==================== block 1
### Wiring by layer, block 1

The bar under the picture is 20 um long.
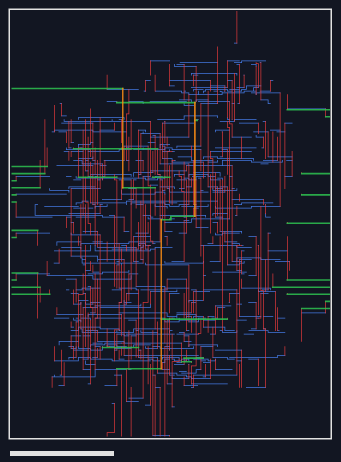

[config.mk]
export PLATFORM = sky130hd
export DESIGN_NAME = serial_subtractor
export DESIGN_NICKNAME = d
export VERILOG_FILES = /design/src/rtl/serial_subtractor.sv
export SDC_FILE = /design/constraint.sdc
export NUM_CORES = 1
export LEC_CHECK = 0
export CORE_ASPECT_RATIO = 1.4
export CORE_MARGIN = 5
export CORE_UTILIZATION = 48
export DETAILED_ROUTE_END_ITERATION = 12
export HOLD_SLACK_MARGIN = 0.12
export PLACE_DENSITY = 0.74
export SYNTH_ARGS = -nofsm -noshare
export SYNTH_HDL_FRONTEND = slang
export SYNTH_SLANG_ARGS = --single-unit
[constraint.sdc]
create_clock -name CLK -period 3.13 [get_ports CLK]
set_clock_uncertainty 0.15 [all_clocks]
set_input_delay 0.4695 -clock CLK [delete_from_list [all_inputs] [get_ports CLK]]
set_output_delay 0.4695 -clock CLK [all_outputs]
set_load 0.01 [all_outputs]
[src/rtl/serial_subtractor.sv]
// rtl/serial_subtractor.sv - bit-serial A - B - BIN subtractor, LSB first
// Result and borrow land in DIFF/BOUT on the edge that processes the last bit.
module serial_subtractor #(
   parameter int WIDTH = 8
) (
   input  logic             CLK,
   input  logic             RST,
   input  logic             START,
   input  logic [WIDTH-1:0] A,
   input  logic [WIDTH-1:0] B,
   input  logic             BIN,
   output logic [WIDTH-1:0] DIFF,
   output logic             BOUT,
   output logic             BUSY,
   output logic             DONE
);

   // Counter is wide enough to hold WIDTH so it never wraps mid-operation.
   localparam int CW = $clog2(WIDTH + 1);
   localparam logic [CW-1:0] LAST = CW'(WIDTH - 1);
   localparam logic [CW-1:0] ONE  = CW'(1);

   typedef enum logic [1:0] {IDLE, SHIFT, FINISH} state_t;

   state_t           state_q, state_d;
   logic [CW-1:0]    cnt_q, cnt_d;
   logic [WIDTH-1:0] a_q, a_d;
   logic [WIDTH-1:0] b_q, b_d;
   logic [WIDTH-1:0] acc_q, acc_d;
   logic [WIDTH-1:0] diff_q, diff_d;
   logic             br_q, br_d;
   logic             bout_q, bout_d;
   logic             bit_d;
   logic             br_next;
   logic [WIDTH:0]   acc_ext;

   always_comb begin
      bit_d   = a_q[0] ^ b_q[0] ^ br_q;
      br_next = (~a_q[0] & b_q[0]) | (~(a_q[0] ^ b_q[0]) & br_q);
      acc_ext = {bit_d, acc_q};

      state_d = state_q;
      cnt_d   = cnt_q;
      a_d     = a_q;
      b_d     = b_q;
      br_d    = br_q;
      acc_d   = acc_q;
      diff_d  = diff_q;
      bout_d  = bout_q;

      case (state_q)
         IDLE: begin
            if (START) begin
               state_d = SHIFT;
               a_d     = A;
               b_d     = B;
               br_d    = BIN;
               cnt_d   = '0;
               acc_d   = '0;
            end
         end
         SHIFT: begin
            a_d   = a_q >> 1;
            b_d   = b_q >> 1;
            br_d  = br_next;
            acc_d = acc_ext[WIDTH:1];
            cnt_d = cnt_q + ONE;
            if (cnt_q == LAST) begin
               state_d = FINISH;
               diff_d  = acc_ext[WIDTH:1];
               bout_d  = br_next;
            end
         end
         FINISH: state_d = IDLE;
         default: state_d = IDLE;
      endcase
   end

   always_ff @(posedge CLK) begin
      if (RST) begin
         state_q <= IDLE;
         cnt_q   <= '0;
         a_q     <= '0;
         b_q     <= '0;
         br_q    <= 1'b0;
         acc_q   <= '0;
         diff_q  <= '0;
         bout_q  <= 1'b0;
      end else begin
         state_q <= state_d;
         cnt_q   <= cnt_d;
         a_q     <= a_d;
         b_q     <= b_d;
         br_q    <= br_d;
         acc_q   <= acc_d;
         diff_q  <= diff_d;
         bout_q  <= bout_d;
      end
   end

   assign DIFF = diff_q;
   assign BOUT = bout_q;
   assign BUSY = (state_q == SHIFT);
   assign DONE = (state_q == FINISH);

endmodule

==================== block 2
===== config.mk =====
export PLATFORM = sky130hd
export DESIGN_NAME = ysyx_23060187_rf_wb_arbiter
export DESIGN_NICKNAME = d
export VERILOG_FILES = /design/src/rtl/ysyx_23060187_rf_wb_arbiter.sv
export SDC_FILE = /design/constraint.sdc
export NUM_CORES = 1
export LEC_CHECK = 0
export CAP_MARGIN = 20
export CORE_ASPECT_RATIO = 1.2
export CORE_MARGIN = 3
export CORE_UTILIZATION = 40
export DETAILED_ROUTE_END_ITERATION = 10
export PLACE_DENSITY = 0.75
export SKIP_LAST_GASP = 1
export SYNTH_ARGS = -nofsm -noshare
export SYNTH_HDL_FRONTEND = slang
export SYNTH_SLANG_ARGS = --single-unit
export TNS_END_PERCENT = 50

===== constraint.sdc =====
create_clock -name clk -period 2.45 [get_ports clk]
set_clock_uncertainty 0.1 [all_clocks]
set_input_delay 0.3675 -clock clk [delete_from_list [all_inputs] [get_ports clk]]
set_output_delay 0.3675 -clock clk [all_outputs]
set_load 0.01 [all_outputs]

===== src/rtl/ysyx_23060187_rf_wb_arbiter.sv =====
// GPR write-back arbiter: round-robin sharing of the register-file write port
// between EXU (req0) and LSU (req1), plus a pending-write scoreboard for issue.
module ysyx_23060187_rf_wb_arbiter #(
  parameter int ADDR_WIDTH = 5,
  parameter int DATA_WIDTH = 32
) (
  input  logic                  clk,
  input  logic                  rst,
  input  logic                  req0_valid,
  output logic                  req0_ready,
  input  logic [ADDR_WIDTH-1:0] req0_addr,
  input  logic [DATA_WIDTH-1:0] req0_data,
  input  logic                  req1_valid,
  output logic                  req1_ready,
  input  logic [ADDR_WIDTH-1:0] req1_addr,
  input  logic [DATA_WIDTH-1:0] req1_data,
  output logic                  rf_wen,
  output logic [ADDR_WIDTH-1:0] rf_waddr,
  output logic [DATA_WIDTH-1:0] rf_wdata,
  input  logic                  issue_valid,
  input  logic [ADDR_WIDTH-1:0] issue_rd,
  output logic                  issue_ready,
  input  logic [ADDR_WIDTH-1:0] chk_raddr1,
  input  logic [ADDR_WIDTH-1:0] chk_raddr2,
  output logic                  hazard
);

  localparam int NREGS = 2 ** ADDR_WIDTH;

  typedef enum logic {
    LAST_REQ0 = 1'b0,
    LAST_REQ1 = 1'b1
  } last_grant_e;

  last_grant_e           last_q, last_d;
  logic                  wen_q, wen_d;
  logic [ADDR_WIDTH-1:0] waddr_q, waddr_d;
  logic [DATA_WIDTH-1:0] wdata_q, wdata_d;
  logic [NREGS-1:0]      busy_q, busy_d;

  logic                  grant0, grant1, xfer;
  logic [ADDR_WIDTH-1:0] sel_addr;
  logic [DATA_WIDTH-1:0] sel_data;

  always_comb begin
    grant0 = req0_valid && (!req1_valid || (last_q == LAST_REQ1));
    grant1 = req1_valid && (!req0_valid || (last_q == LAST_REQ0));
    xfer   = grant0 || grant1;
    sel_addr = grant1 ? req1_addr : req0_addr;
    sel_data = grant1 ? req1_data : req0_data;
  end

  assign req0_ready = grant0;
  assign req1_ready = grant1;

  always_comb begin
    wen_d   = xfer && (sel_addr != '0);
    waddr_d = xfer ? sel_addr : waddr_q;
    wdata_d = xfer ? sel_data : wdata_q;
    if (grant0)      last_d = LAST_REQ0;
    else if (grant1) last_d = LAST_REQ1;
    else             last_d = last_q;
  end

  assign issue_ready = (issue_rd == '0) || !busy_q[issue_rd];
  assign hazard = ((chk_raddr1 != '0) && busy_q[chk_raddr1]) ||
                  ((chk_raddr2 != '0) && busy_q[chk_raddr2]);

  // Clear applied before set so a same-edge set on the committing index wins.
  always_comb begin
    busy_d = busy_q;
    if (wen_q) busy_d[waddr_q] = 1'b0;
    if (issue_valid && issue_ready && (issue_rd != '0)) busy_d[issue_rd] = 1'b1;
  end

  always_ff @(posedge clk or posedge rst) begin
    if (rst) begin
      last_q  <= LAST_REQ1;
      wen_q   <= 1'b0;
      waddr_q <= '0;
      wdata_q <= '0;
      busy_q  <= '0;
    end else begin
      last_q  <= last_d;
      wen_q   <= wen_d;
      waddr_q <= waddr_d;
      wdata_q <= wdata_d;
      busy_q  <= busy_d;
    end
  end

  assign rf_wen   = wen_q;
  assign rf_waddr = waddr_q;
  assign rf_wdata = wdata_q;

endmodule


==================== block 3
--- src/rtl/traffic_cmd_deser_if.sv ---
// Byte-stream receive side and command/error output bus of the traffic-light command deserializer.
interface traffic_cmd_deser_if #(
    parameter int unsigned DATA_WIDTH = 16
);
    logic [7:0]            rx_data_i;
    logic                  rx_valid_i;
    logic                  rx_ready_o;
    logic [2:0]            cmd_type_o;
    logic [DATA_WIDTH-1:0] cmd_data_o;
    logic                  cmd_valid_o;
    logic                  err_o;
    logic [1:0]            err_code_o;
    logic                  busy_o;

    modport slave (
        input  rx_data_i, rx_valid_i,
        output rx_ready_o, cmd_type_o, cmd_data_o, cmd_valid_o, err_o, err_code_o, busy_o
    );

    modport master (
        output rx_data_i, rx_valid_i,
        input  rx_ready_o, cmd_type_o, cmd_data_o, cmd_valid_o, err_o, err_code_o, busy_o
    );
endinterface

--- src/rtl/traffic_cmd_deser.sv ---
// Framed command deserializer: validates header/type/duration, emits one-cycle command or error strobes.
module traffic_cmd_deser #(
    parameter int unsigned DATA_WIDTH  = 16,
    parameter int unsigned CLK_I_FREQ  = 2_000_000,
    parameter int unsigned TIMEOUT_MS  = 10,
    parameter int unsigned MAX_TIME_MS = 60000
) (
    input  logic                 clk_i,
    input  logic                 srst_i,
    traffic_cmd_deser_if.slave   bus
);

    localparam int unsigned NBYTES      = DATA_WIDTH / 8;
    localparam int unsigned TIMEOUT_CYC = TIMEOUT_MS * CLK_I_FREQ / 1000;
    localparam int unsigned BC_W        = (NBYTES > 1) ? $clog2(NBYTES) : 1;
    localparam int unsigned TO_W        = (TIMEOUT_CYC > 1) ? $clog2(TIMEOUT_CYC) : 1;

    localparam logic [1:0] ERR_TIMEOUT  = 2'd0;
    localparam logic [1:0] ERR_BAD_HDR  = 2'd1;
    localparam logic [1:0] ERR_BAD_TYPE = 2'd2;
    localparam logic [1:0] ERR_RANGE    = 2'd3;

    typedef enum logic [1:0] {IDLE, PAYLOAD, EMIT} state_t;

    state_t                state_q, state_d;
    logic [BC_W-1:0]       bcnt_q, bcnt_d;
    logic [TO_W-1:0]       tmo_q, tmo_d;
    logic [DATA_WIDTH-1:0] pay_q, pay_d;
    logic [2:0]            ptype_q, ptype_d;
    logic [2:0]            cmd_type_q, cmd_type_d;
    logic [DATA_WIDTH-1:0] cmd_data_q, cmd_data_d;
    logic [1:0]            err_code_q, err_code_d;
    logic                  err_d;
    logic                  err_q, cmd_valid_q, ready_q, busy_q;

    logic                  acc;
    logic                  hdr_ok;
    logic [2:0]            hdr_type;

    assign acc      = bus.rx_valid_i & ready_q;
    assign hdr_ok   = (bus.rx_data_i[7:3] == 5'b10101);
    assign hdr_type = bus.rx_data_i[2:0];

    // Next-state, payload capture and strobe generation
    always_comb begin
        state_d    = state_q;
        bcnt_d     = bcnt_q;
        tmo_d      = tmo_q;
        pay_d      = pay_q;
        ptype_d    = ptype_q;
        cmd_type_d = cmd_type_q;
        cmd_data_d = cmd_data_q;
        err_code_d = err_code_q;
        err_d      = 1'b0;

        case (state_q)
            IDLE: begin
                if (acc) begin
                    if (!hdr_ok) begin
                        err_d      = 1'b1;
                        err_code_d = ERR_BAD_HDR;
                    end else if (hdr_type > 3'd5) begin
                        err_d      = 1'b1;
                        err_code_d = ERR_BAD_TYPE;
                    end else if (hdr_type <= 3'd2) begin
                        state_d    = EMIT;
                        cmd_type_d = hdr_type;
                        cmd_data_d = '0;
                    end else begin
                        state_d = PAYLOAD;
                        ptype_d = hdr_type;
                        bcnt_d  = '0;
                        tmo_d   = '0;
                    end
                end
            end

            PAYLOAD: begin
                if (acc) begin
                    tmo_d = '0;
                    for (int i = 0; i < int'(NBYTES); i++) begin
                        if (bcnt_q == BC_W'(i)) pay_d[8*i +: 8] = bus.rx_data_i;
                    end
                    if (bcnt_q == BC_W'(NBYTES - 1)) begin
                        if (pay_d == '0 || pay_d > DATA_WIDTH'(MAX_TIME_MS)) begin
                            state_d    = IDLE;
                            err_d      = 1'b1;
                            err_code_d = ERR_RANGE;
                        end else begin
                            state_d    = EMIT;
                            cmd_type_d = ptype_q;
                            cmd_data_d = pay_d;
                        end
                    end else begin
                        bcnt_d = bcnt_q + BC_W'(1);
                    end
                end else if (tmo_q == TO_W'(TIMEOUT_CYC - 1)) begin
                    // A byte arriving on the expiring cycle takes priority (handled above)
                    state_d    = IDLE;
                    err_d      = 1'b1;
                    err_code_d = ERR_TIMEOUT;
                end else begin
                    tmo_d = tmo_q + TO_W'(1);
                end
            end

            EMIT: state_d = IDLE;

            default: state_d = IDLE;
        endcase
    end

    // State and registered outputs
    always_ff @(posedge clk_i or negedge srst_i) begin
        if (!srst_i) begin
            state_q     <= IDLE;
            bcnt_q      <= '0;
            tmo_q       <= '0;
            pay_q       <= '0;
            ptype_q     <= '0;
            cmd_type_q  <= '0;
            cmd_data_q  <= '0;
            err_code_q  <= '0;
            err_q       <= 1'b0;
            cmd_valid_q <= 1'b0;
            ready_q     <= 1'b0;
            busy_q      <= 1'b0;
        end else begin
            state_q     <= state_d;
            bcnt_q      <= bcnt_d;
            tmo_q       <= tmo_d;
            pay_q       <= pay_d;
            ptype_q     <= ptype_d;
            cmd_type_q  <= cmd_type_d;
            cmd_data_q  <= cmd_data_d;
            err_code_q  <= err_code_d;
            err_q       <= err_d;
            cmd_valid_q <= (state_d == EMIT);
            ready_q     <= (state_d != EMIT);
            busy_q      <= (state_d == PAYLOAD);
        end
    end

    assign bus.rx_ready_o  = ready_q;
    assign bus.cmd_type_o  = cmd_type_q;
    assign bus.cmd_data_o  = cmd_data_q;
    assign bus.cmd_valid_o = cmd_valid_q;
    assign bus.err_o       = err_q;
    assign bus.err_code_o  = err_code_q;
    assign bus.busy_o      = busy_q;

endmodule

--- src/flat_wrapper.sv ---
// flat-port wrapper written by rule: the top's interface ports become plain ports
module traffic_cmd_deser_flat 
#(
    parameter int unsigned DATA_WIDTH  = 16,
    parameter int unsigned CLK_I_FREQ  = 2_000_000,
    parameter int unsigned TIMEOUT_MS  = 10,
    parameter int unsigned MAX_TIME_MS = 60000
)
  (clk_i, srst_i, bus_rx_data_i, bus_rx_valid_i, bus_rx_ready_o, bus_cmd_type_o, bus_cmd_data_o, bus_cmd_valid_o, bus_err_o, bus_err_code_o, bus_busy_o);
  traffic_cmd_deser_if #(.DATA_WIDTH(DATA_WIDTH)) bus_i ();
  input  logic clk_i;
  input  logic srst_i;
  input wire logic [$bits(bus_i.rx_data_i)-1:0] bus_rx_data_i;
  input wire logic [$bits(bus_i.rx_valid_i)-1:0] bus_rx_valid_i;
  output wire logic [$bits(bus_i.rx_ready_o)-1:0] bus_rx_ready_o;
  output wire logic [$bits(bus_i.cmd_type_o)-1:0] bus_cmd_type_o;
  output wire logic [$bits(bus_i.cmd_data_o)-1:0] bus_cmd_data_o;
  output wire logic [$bits(bus_i.cmd_valid_o)-1:0] bus_cmd_valid_o;
  output wire logic [$bits(bus_i.err_o)-1:0] bus_err_o;
  output wire logic [$bits(bus_i.err_code_o)-1:0] bus_err_code_o;
  output wire logic [$bits(bus_i.busy_o)-1:0] bus_busy_o;
  assign bus_i.rx_data_i = bus_rx_data_i;
  assign bus_i.rx_valid_i = bus_rx_valid_i;
  assign bus_rx_ready_o = bus_i.rx_ready_o;
  assign bus_cmd_type_o = bus_i.cmd_type_o;
  assign bus_cmd_data_o = bus_i.cmd_data_o;
  assign bus_cmd_valid_o = bus_i.cmd_valid_o;
  assign bus_err_o = bus_i.err_o;
  assign bus_err_code_o = bus_i.err_code_o;
  assign bus_busy_o = bus_i.busy_o;
  traffic_cmd_deser #(.DATA_WIDTH(DATA_WIDTH), .CLK_I_FREQ(CLK_I_FREQ), .TIMEOUT_MS(TIMEOUT_MS), .MAX_TIME_MS(MAX_TIME_MS)) u_core (.clk_i(clk_i), .srst_i(srst_i), .bus(bus_i));
endmodule
--- config.mk ---
export PLATFORM = sky130hd
export DESIGN_NAME = traffic_cmd_deser_flat
export DESIGN_NICKNAME = d
export VERILOG_FILES = /design/src/rtl/traffic_cmd_deser_if.sv /design/src/rtl/traffic_cmd_deser.sv /design/src/flat_wrapper.sv
export SDC_FILE = /design/constraint.sdc
export NUM_CORES = 1
export LEC_CHECK = 0
export CORE_UTILIZATION = 35
export DETAILED_ROUTE_END_ITERATION = 6
export MAX_ROUTING_LAYER = met4
export PLACE_DENSITY = 0.59
export SLEW_MARGIN = 20
export SYNTH_ARGS = -nofsm -noshare
export SYNTH_HDL_FRONTEND = slang
export SYNTH_SLANG_ARGS = --single-unit
--- constraint.sdc ---
create_clock -name clk_i -period 2.5 [get_ports clk_i]
set_input_delay 0.5 -clock clk_i [delete_from_list [all_inputs] [get_ports clk_i]]
set_output_delay 0.5 -clock clk_i [all_outputs]
set_load 0.05 [all_outputs]
### Wiring by layer, block 2

The bar under the picture is 20 um long.
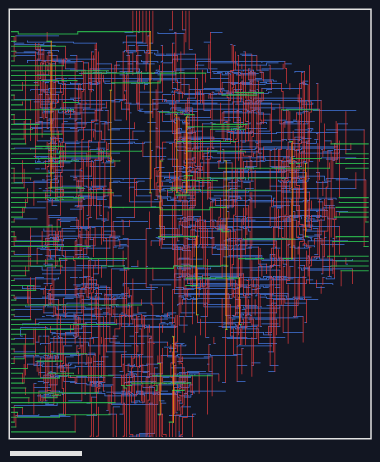
Key: green = metal 3 [wire length 1,430 um]; blue = metal 1 [wire length 5,520 um]; red = metal 2 [wire length 6,740 um]; orange = metal 4 [wire length 355 um]

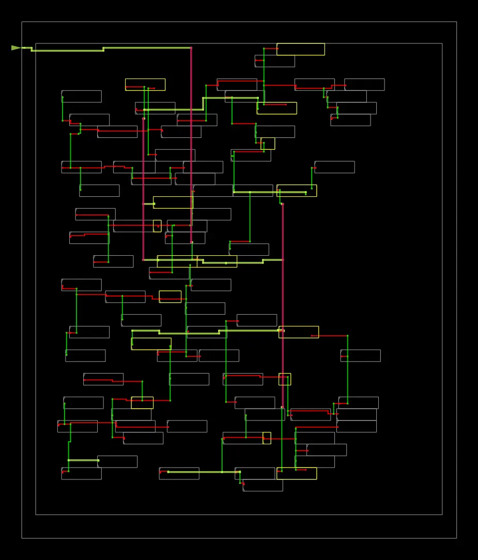
*Clock wiring as the flow saved it, block 2*
cts bufs inserted: 9
insertion delay at the late pin of the worst-skew pair: 0.34 ns
num sequential: 71

==> qor.csv, block 2 <==
stage,metric,value,unit
sta,"Setup violations, final",2,
power,Top Consumer,combinational logic,
critical_path,CP max FO,6,
grt,overall routing resource usage,24.1,%
status,violated checks,negative setup slack,
critical_path,CP Data Required Time,1.98,ns
sta,least setup slack across all paths after layout,-0.180,ns
yosys,syn nets,551,
route,detailed-routing iteration count for the pre-antenna-repair pass,5,
floorplanning,Horiz. Die Dim,100,um
status,outcome,"finished, violations left",
placed_design,placed cell count,731,
power,clock group total power,1.35,mW
yosys,Syn Area/Cell,9.36,sq um
critical_path,Worst path max stage delay,0.50,ns
finish,final non-filler cell total,751,
yosys,most frequently used flop master after synthesis,sky130_fd_sc_hd__dfrtp_1,
yosys,adder share,0,%
yosys,share of synthesized registers carrying an async set or reset,100,%
yosys,yosys cell count,457,
route,post-detailed-route DRC marker count,0,
sta,Final Hold Violating Endpoints,0,
-- block 2: what timing repair did --
item	4_1_cts	5_1_grt
setup buffers	4	0
resized	16	2
pin swaps	5	0
setup endpoints to repair	2	2
-- block 2: worst register-to-register path, delay by kind of cell, from the launching register on --
kind / cells / cell delay [ns]
multiplexers: 1 / 0.45
buffers and inverters: 2 / 0.36
AND/OR/NAND/NOR: 2 / 0.23
flip-flops: 1 / 0.39
AND-OR/OR-AND: 1 / 0.27
-- block 2: per-stage QoR --
step | hold WS [ns] | total power, mW | utilization [%]
5_1_grt | 0.244 | 5.37 | 61.9
2_1_floorplan | 0.371 | 2.75 | -
4_1_cts | 0.225 | 5.10 | 61.9
6_report | 0.226 | 5.08 | 61.9
3_3_place_gp | 0.441 | 3.67 | 58.7
3_5_place_dp | 0.456 | 3.73 | 58.7
-- block 2: sequential cells by signal, indices dropped and copies added, names as in the netlist --
register	count
busy_q	32
rf_waddr	5
last_q	1
rf_wdata	32
rf_wen	1
-- block 2: final cells by class --
cell class	count	area, sq um
Timing Repair Buffer	189	1760
Sequential cell	71	1780
Inverter	38	143
Clock buffer	11	253
Clock inverter	5	56.3
Tap cell	126	158
Multi-Input combinational cell	311	2180
Fill cell	903	3890
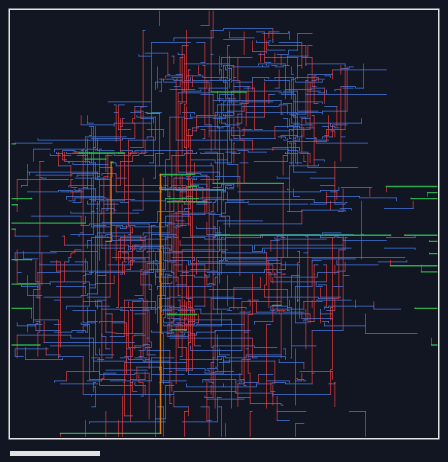
*Wiring by layer, block 3*
The bar under the picture is 20 um long.
Key: green = metal 3 [wire length 247 um]; blue = metal 1 [wire length 3,580 um]; orange = metal 4 [wire length 75.5 um]; red = metal 2 [wire length 3,070 um]

==> qor.csv, block 3 <==
stage,metric,value,unit
grt,vias in the first global route,2386,
yosys,syn nets,326,
yosys,Dominant combinational family,simple AND/OR/NAND/NOR gates,
floorplanning,Horiz. Die Dim,95.5,um
power,Clk network pwr share,32.8,%
critical_path,end of the critical path,u_core.bus.err_code_o[0]$_DFFE_PN0P_,
power,total chip power,3.58,mW
power,Top Consumer,sequential cells,
critical_path,Worst EP arrival,2.58,ns
grt,GRT busiest layer,met2,
critical_path,Worst path max stage delay,0.56,ns
sta,Slew @ Worst Pin,0.620,ns
sta,post-layout min period,2.37,ns
grt,number of antenna violations at the first check in global routing,0,
floorplanning,DIE HEIGHT,95.5,um
clocking,H-Tree Depth,3,
critical_path,"Worst Path Class, Setup",flop to flop,
sta,RSZ-0062 raised after global routing,false,
grt,pin count of the biggest net entering global routing,29,
grt,GRT met1 Usage,24.3,%
yosys,mux cell area share after synthesis,9.94,%
yosys,Synthesized registers,62,
route,post-detailed-route DRC marker count,0,
yosys,library cell with the largest summed area after synthesis,sky130_fd_sc_hd__dfrtp_1,
route,met1 wire length,3580,um
route,Top Layer Used,met4,
status,outcome,completed,
clocking,clock root cell,sky130_fd_sc_hd__clkbuf_8,
placed_design,worst setup slack after placement,-0.126,ns
yosys,most frequently used flop master after synthesis,sky130_fd_sc_hd__dfrtp_1,
power,proportion of power drawn by flip-flops and latches,37.5,%
hold_path,class of the worst hold path,input port to async pin,
finish,count of fill cells added during filler insertion,767,
yosys,xor/xnor cell area share of the yosys netlist,2.58,%
finish,final non-filler cell total,489,
-- block 3: final cells by class --
type / count / area share [%]
repair buffers: 67 / 14.9
well taps: 105 / 3.28
clock inverters: 6 / 3.31
flip-flops and latches: 62 / 38.8
inverters: 16 / 1.50
clock buffers: 10 / 3.44
multi-input cells: 223 / 34.7
-- block 3: synth_stat cells, drive strengths merged (2+ instances only) --
cell     n
a211oi   2
a21oi    6
a31o     2
a31oi    2
a41oi    2
and2     2
and3     2
buf      5
clkbuf   8
dfrtp   62
inv     16
mux2    11
mux2i   18
nand2   50
nand3   15
nand4    7
nor2    27
nor2b    3
nor3     2
nor4     4
nor4b    2
o21ai   31
o31ai    3
or2      2
or3      3
or4      2
xor2     9
-- block 3: worst max-delay path, delay by kind of cell (launching register included) --
family | cells | cell delay [ns]
flip-flops | 1 | 0.42
AND-OR/OR-AND | 2 | 0.45
AND/OR/NAND/NOR | 3 | 1.05
multiplexers | 1 | 0.32
-- block 3: timing repair --
| action | 4_1_cts | 5_1_grt |
|---|---|---|
| setup buffers | 0 | 0 |
| gates resized | 0 | 1 |
| hold buffers | 0 | 0 |
| endpoints found under the setup margin | 0 | 3 |
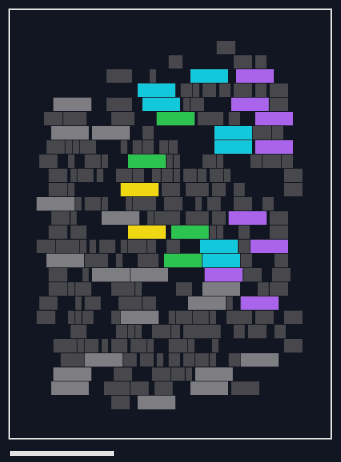
*Sequential cells grouped by signal name, block 1*
The bar under the picture is 20 um long. Other sequential cells in the stronger gray, the rest of the logic in the fainter gray.
Key: cyan = acc_q [flops 7]; purple = DIFF [flops 8]; green = cnt_q [flops 4, where center]; yellow = state_q [flops 2]

About 'Wiring by layer' of block 1:
Key: blue = metal 1 [wire length 1,530 um]; orange = metal 4 [wire length 69.4 um]; red = metal 2 [wire length 1,800 um]; green = metal 3 [wire length 214 um]

==> qor.csv, block 1 <==
stage,metric,value,unit
critical_path,startpoint type of the worst setup path,flop,
floorplanning,DIE HEIGHT,82.0,um
sta,maximum frequency from static timing analysis,0.405,GHz
placed_design,placed cell count,247,
route,detailed-routing iteration count for the pre-antenna-repair pass,4,
finish,portion of the layout cell area used by clock cells,4.09,%
clocking,clock root cell,sky130_fd_sc_hd__clkbuf_8,
clocking,hold-fix buffers at CTS,0,
sta,Setup TNS,0,ns
clocking,clock tree from TritonCTS,yes,
placed_design,final weighted congestion in routability-driven placement,0.763,
grt,vias in the first global route,1433,
yosys,most frequently used flop master after synthesis,sky130_fd_sc_hd__dfxtp_1,
clocking,number of buffers between clock root and the deepest sink,2,
finish,multi-input gate share of the layout cell area,40.7,%
power,switching power share of the total,24.7,%
yosys,cell count after synthesis,187,
yosys,syn nets,209,
critical_path,cell-by-cell trace of the critical path,"buf_4, nand2b_1, inv_1, clkdlybuf4s50_1",
clocking,clock-pin slew on the worst setup and hold paths,0.07,ns
power,Seq group,0.532,mW
status,outcome,completed,
power,proportion of power drawn by flip-flops and latches,52.9,%
finish,"Area growth, synth to finish",20.5,%
critical_path,number of cells on the worst reg-to-reg path,4,
yosys,count of flip-flops with a built-in enable after synthesis,0,
flow_run,warning total across the stage logs,26,
clocking,post_cts resized,0,
sta,Final Hold Violating Endpoints,0,
finish,invs w/o clock,5,
critical_path,family with the most delay on the worst path,buffers and inverters,
sta,Slew @ Worst Pin,0.621,ns
power,worst ir drop on vdd,0.367,mV
finish,proportion of layout cells with a drive suffix above 1,11.8,%
finish,number of antenna diodes,0,
sta,post-layout min period,2.47,ns
yosys,Yosys Warn Count,0,
route,via/cell ratio,5.55,
## block 1: metal layers
metal	up-vias	GRT usage, %	wire length (um)
met2	42	28.2	1800
li1	704	-	-
met1	656	18.3	1530
met4	0	7.86	69
met3	8	5.97	213
met5	-	0	0
## block 1: logic make-up (layout without fill, tap and decap cells)
logic type / Yosys count / after routing / synth area share, %
and+or+nand+nor: 69 / 69 / 18.6
AOI/OAI and AO/OA: 47 / 47 / 23.2
DFF: 39 / 39 / 43.9
buffers and inverters: 21 / 46 / 7.04
muxes: 9 / 9 / 5.35
adders and majority gates: 2 / 2 / 1.83
## block 1: cells in the final DEF, fill, tap and decap left out, types with 5 or more instances in the layout
cell,count
sky130_fd_sc_hd__dfxtp_1,39
sky130_fd_sc_hd__a211oi_1,5
sky130_fd_sc_hd__a211oi_2,9
sky130_fd_sc_hd__o2bb2ai_1,11
sky130_fd_sc_hd__clkdlybuf4s50_1,30
sky130_fd_sc_hd__mux2i_1,8
sky130_fd_sc_hd__nand2b_1,19
sky130_fd_sc_hd__a22oi_1,8
sky130_fd_sc_hd__nor2_1,39
sky130_fd_sc_hd__clkbuf_8,6

==> layout pictures side by side <==
Cell sizes after repair.
The bar under the picture is 20 um long.
image #1
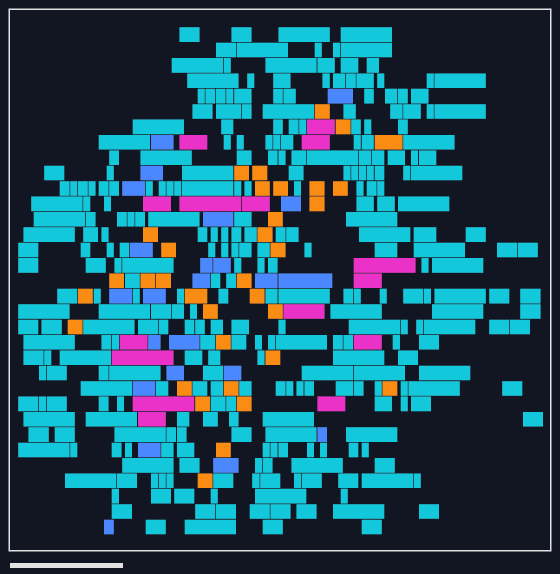
image #2
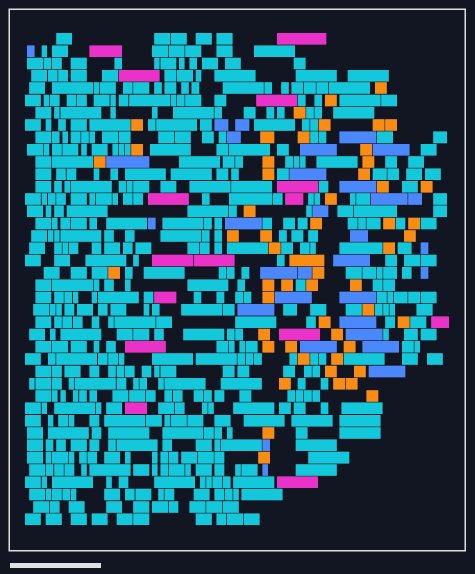
image #3
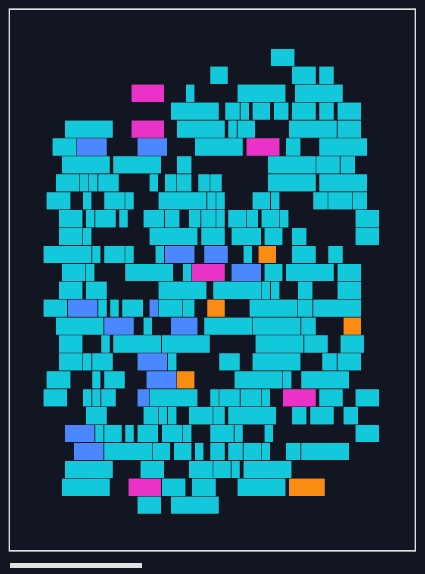
| picture | from |
|---|---|
| image #1 | block 3 |
| image #3 | block 1 |
| image #2 | block 2 |
Of these, smallest die: image #3
Of these, largest die: image #2

Key to image #3:
Key: blue = _2 cells [cells 14]; orange = _3 and _4 cells [cells 5]; magenta = _6 and larger [cells 6]; cyan = _0 and _1 cells [cells 187]



## Gallery

Nets reached from selected ports.
(a)
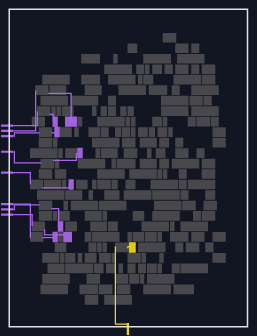
(b)
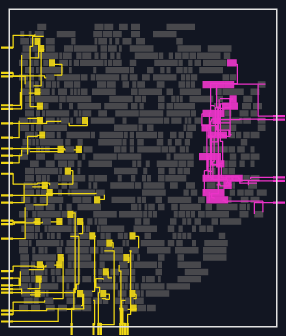
(c)
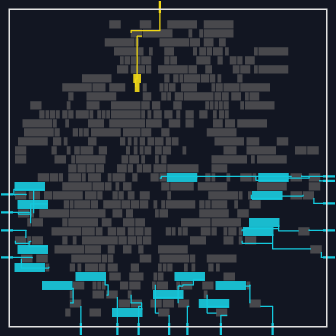
block 1: (a)
block 3: (c)
block 2: (b)

Key to (a):
Key: purple = A [bits 8, direction input, edge west, end cells 8, wire 132 um]; yellow = BIN [bits 1, direction input, edge south, end cells 1, wire 24.2 um]

No activity file was given, so power comes from the tool's default toggle rates.
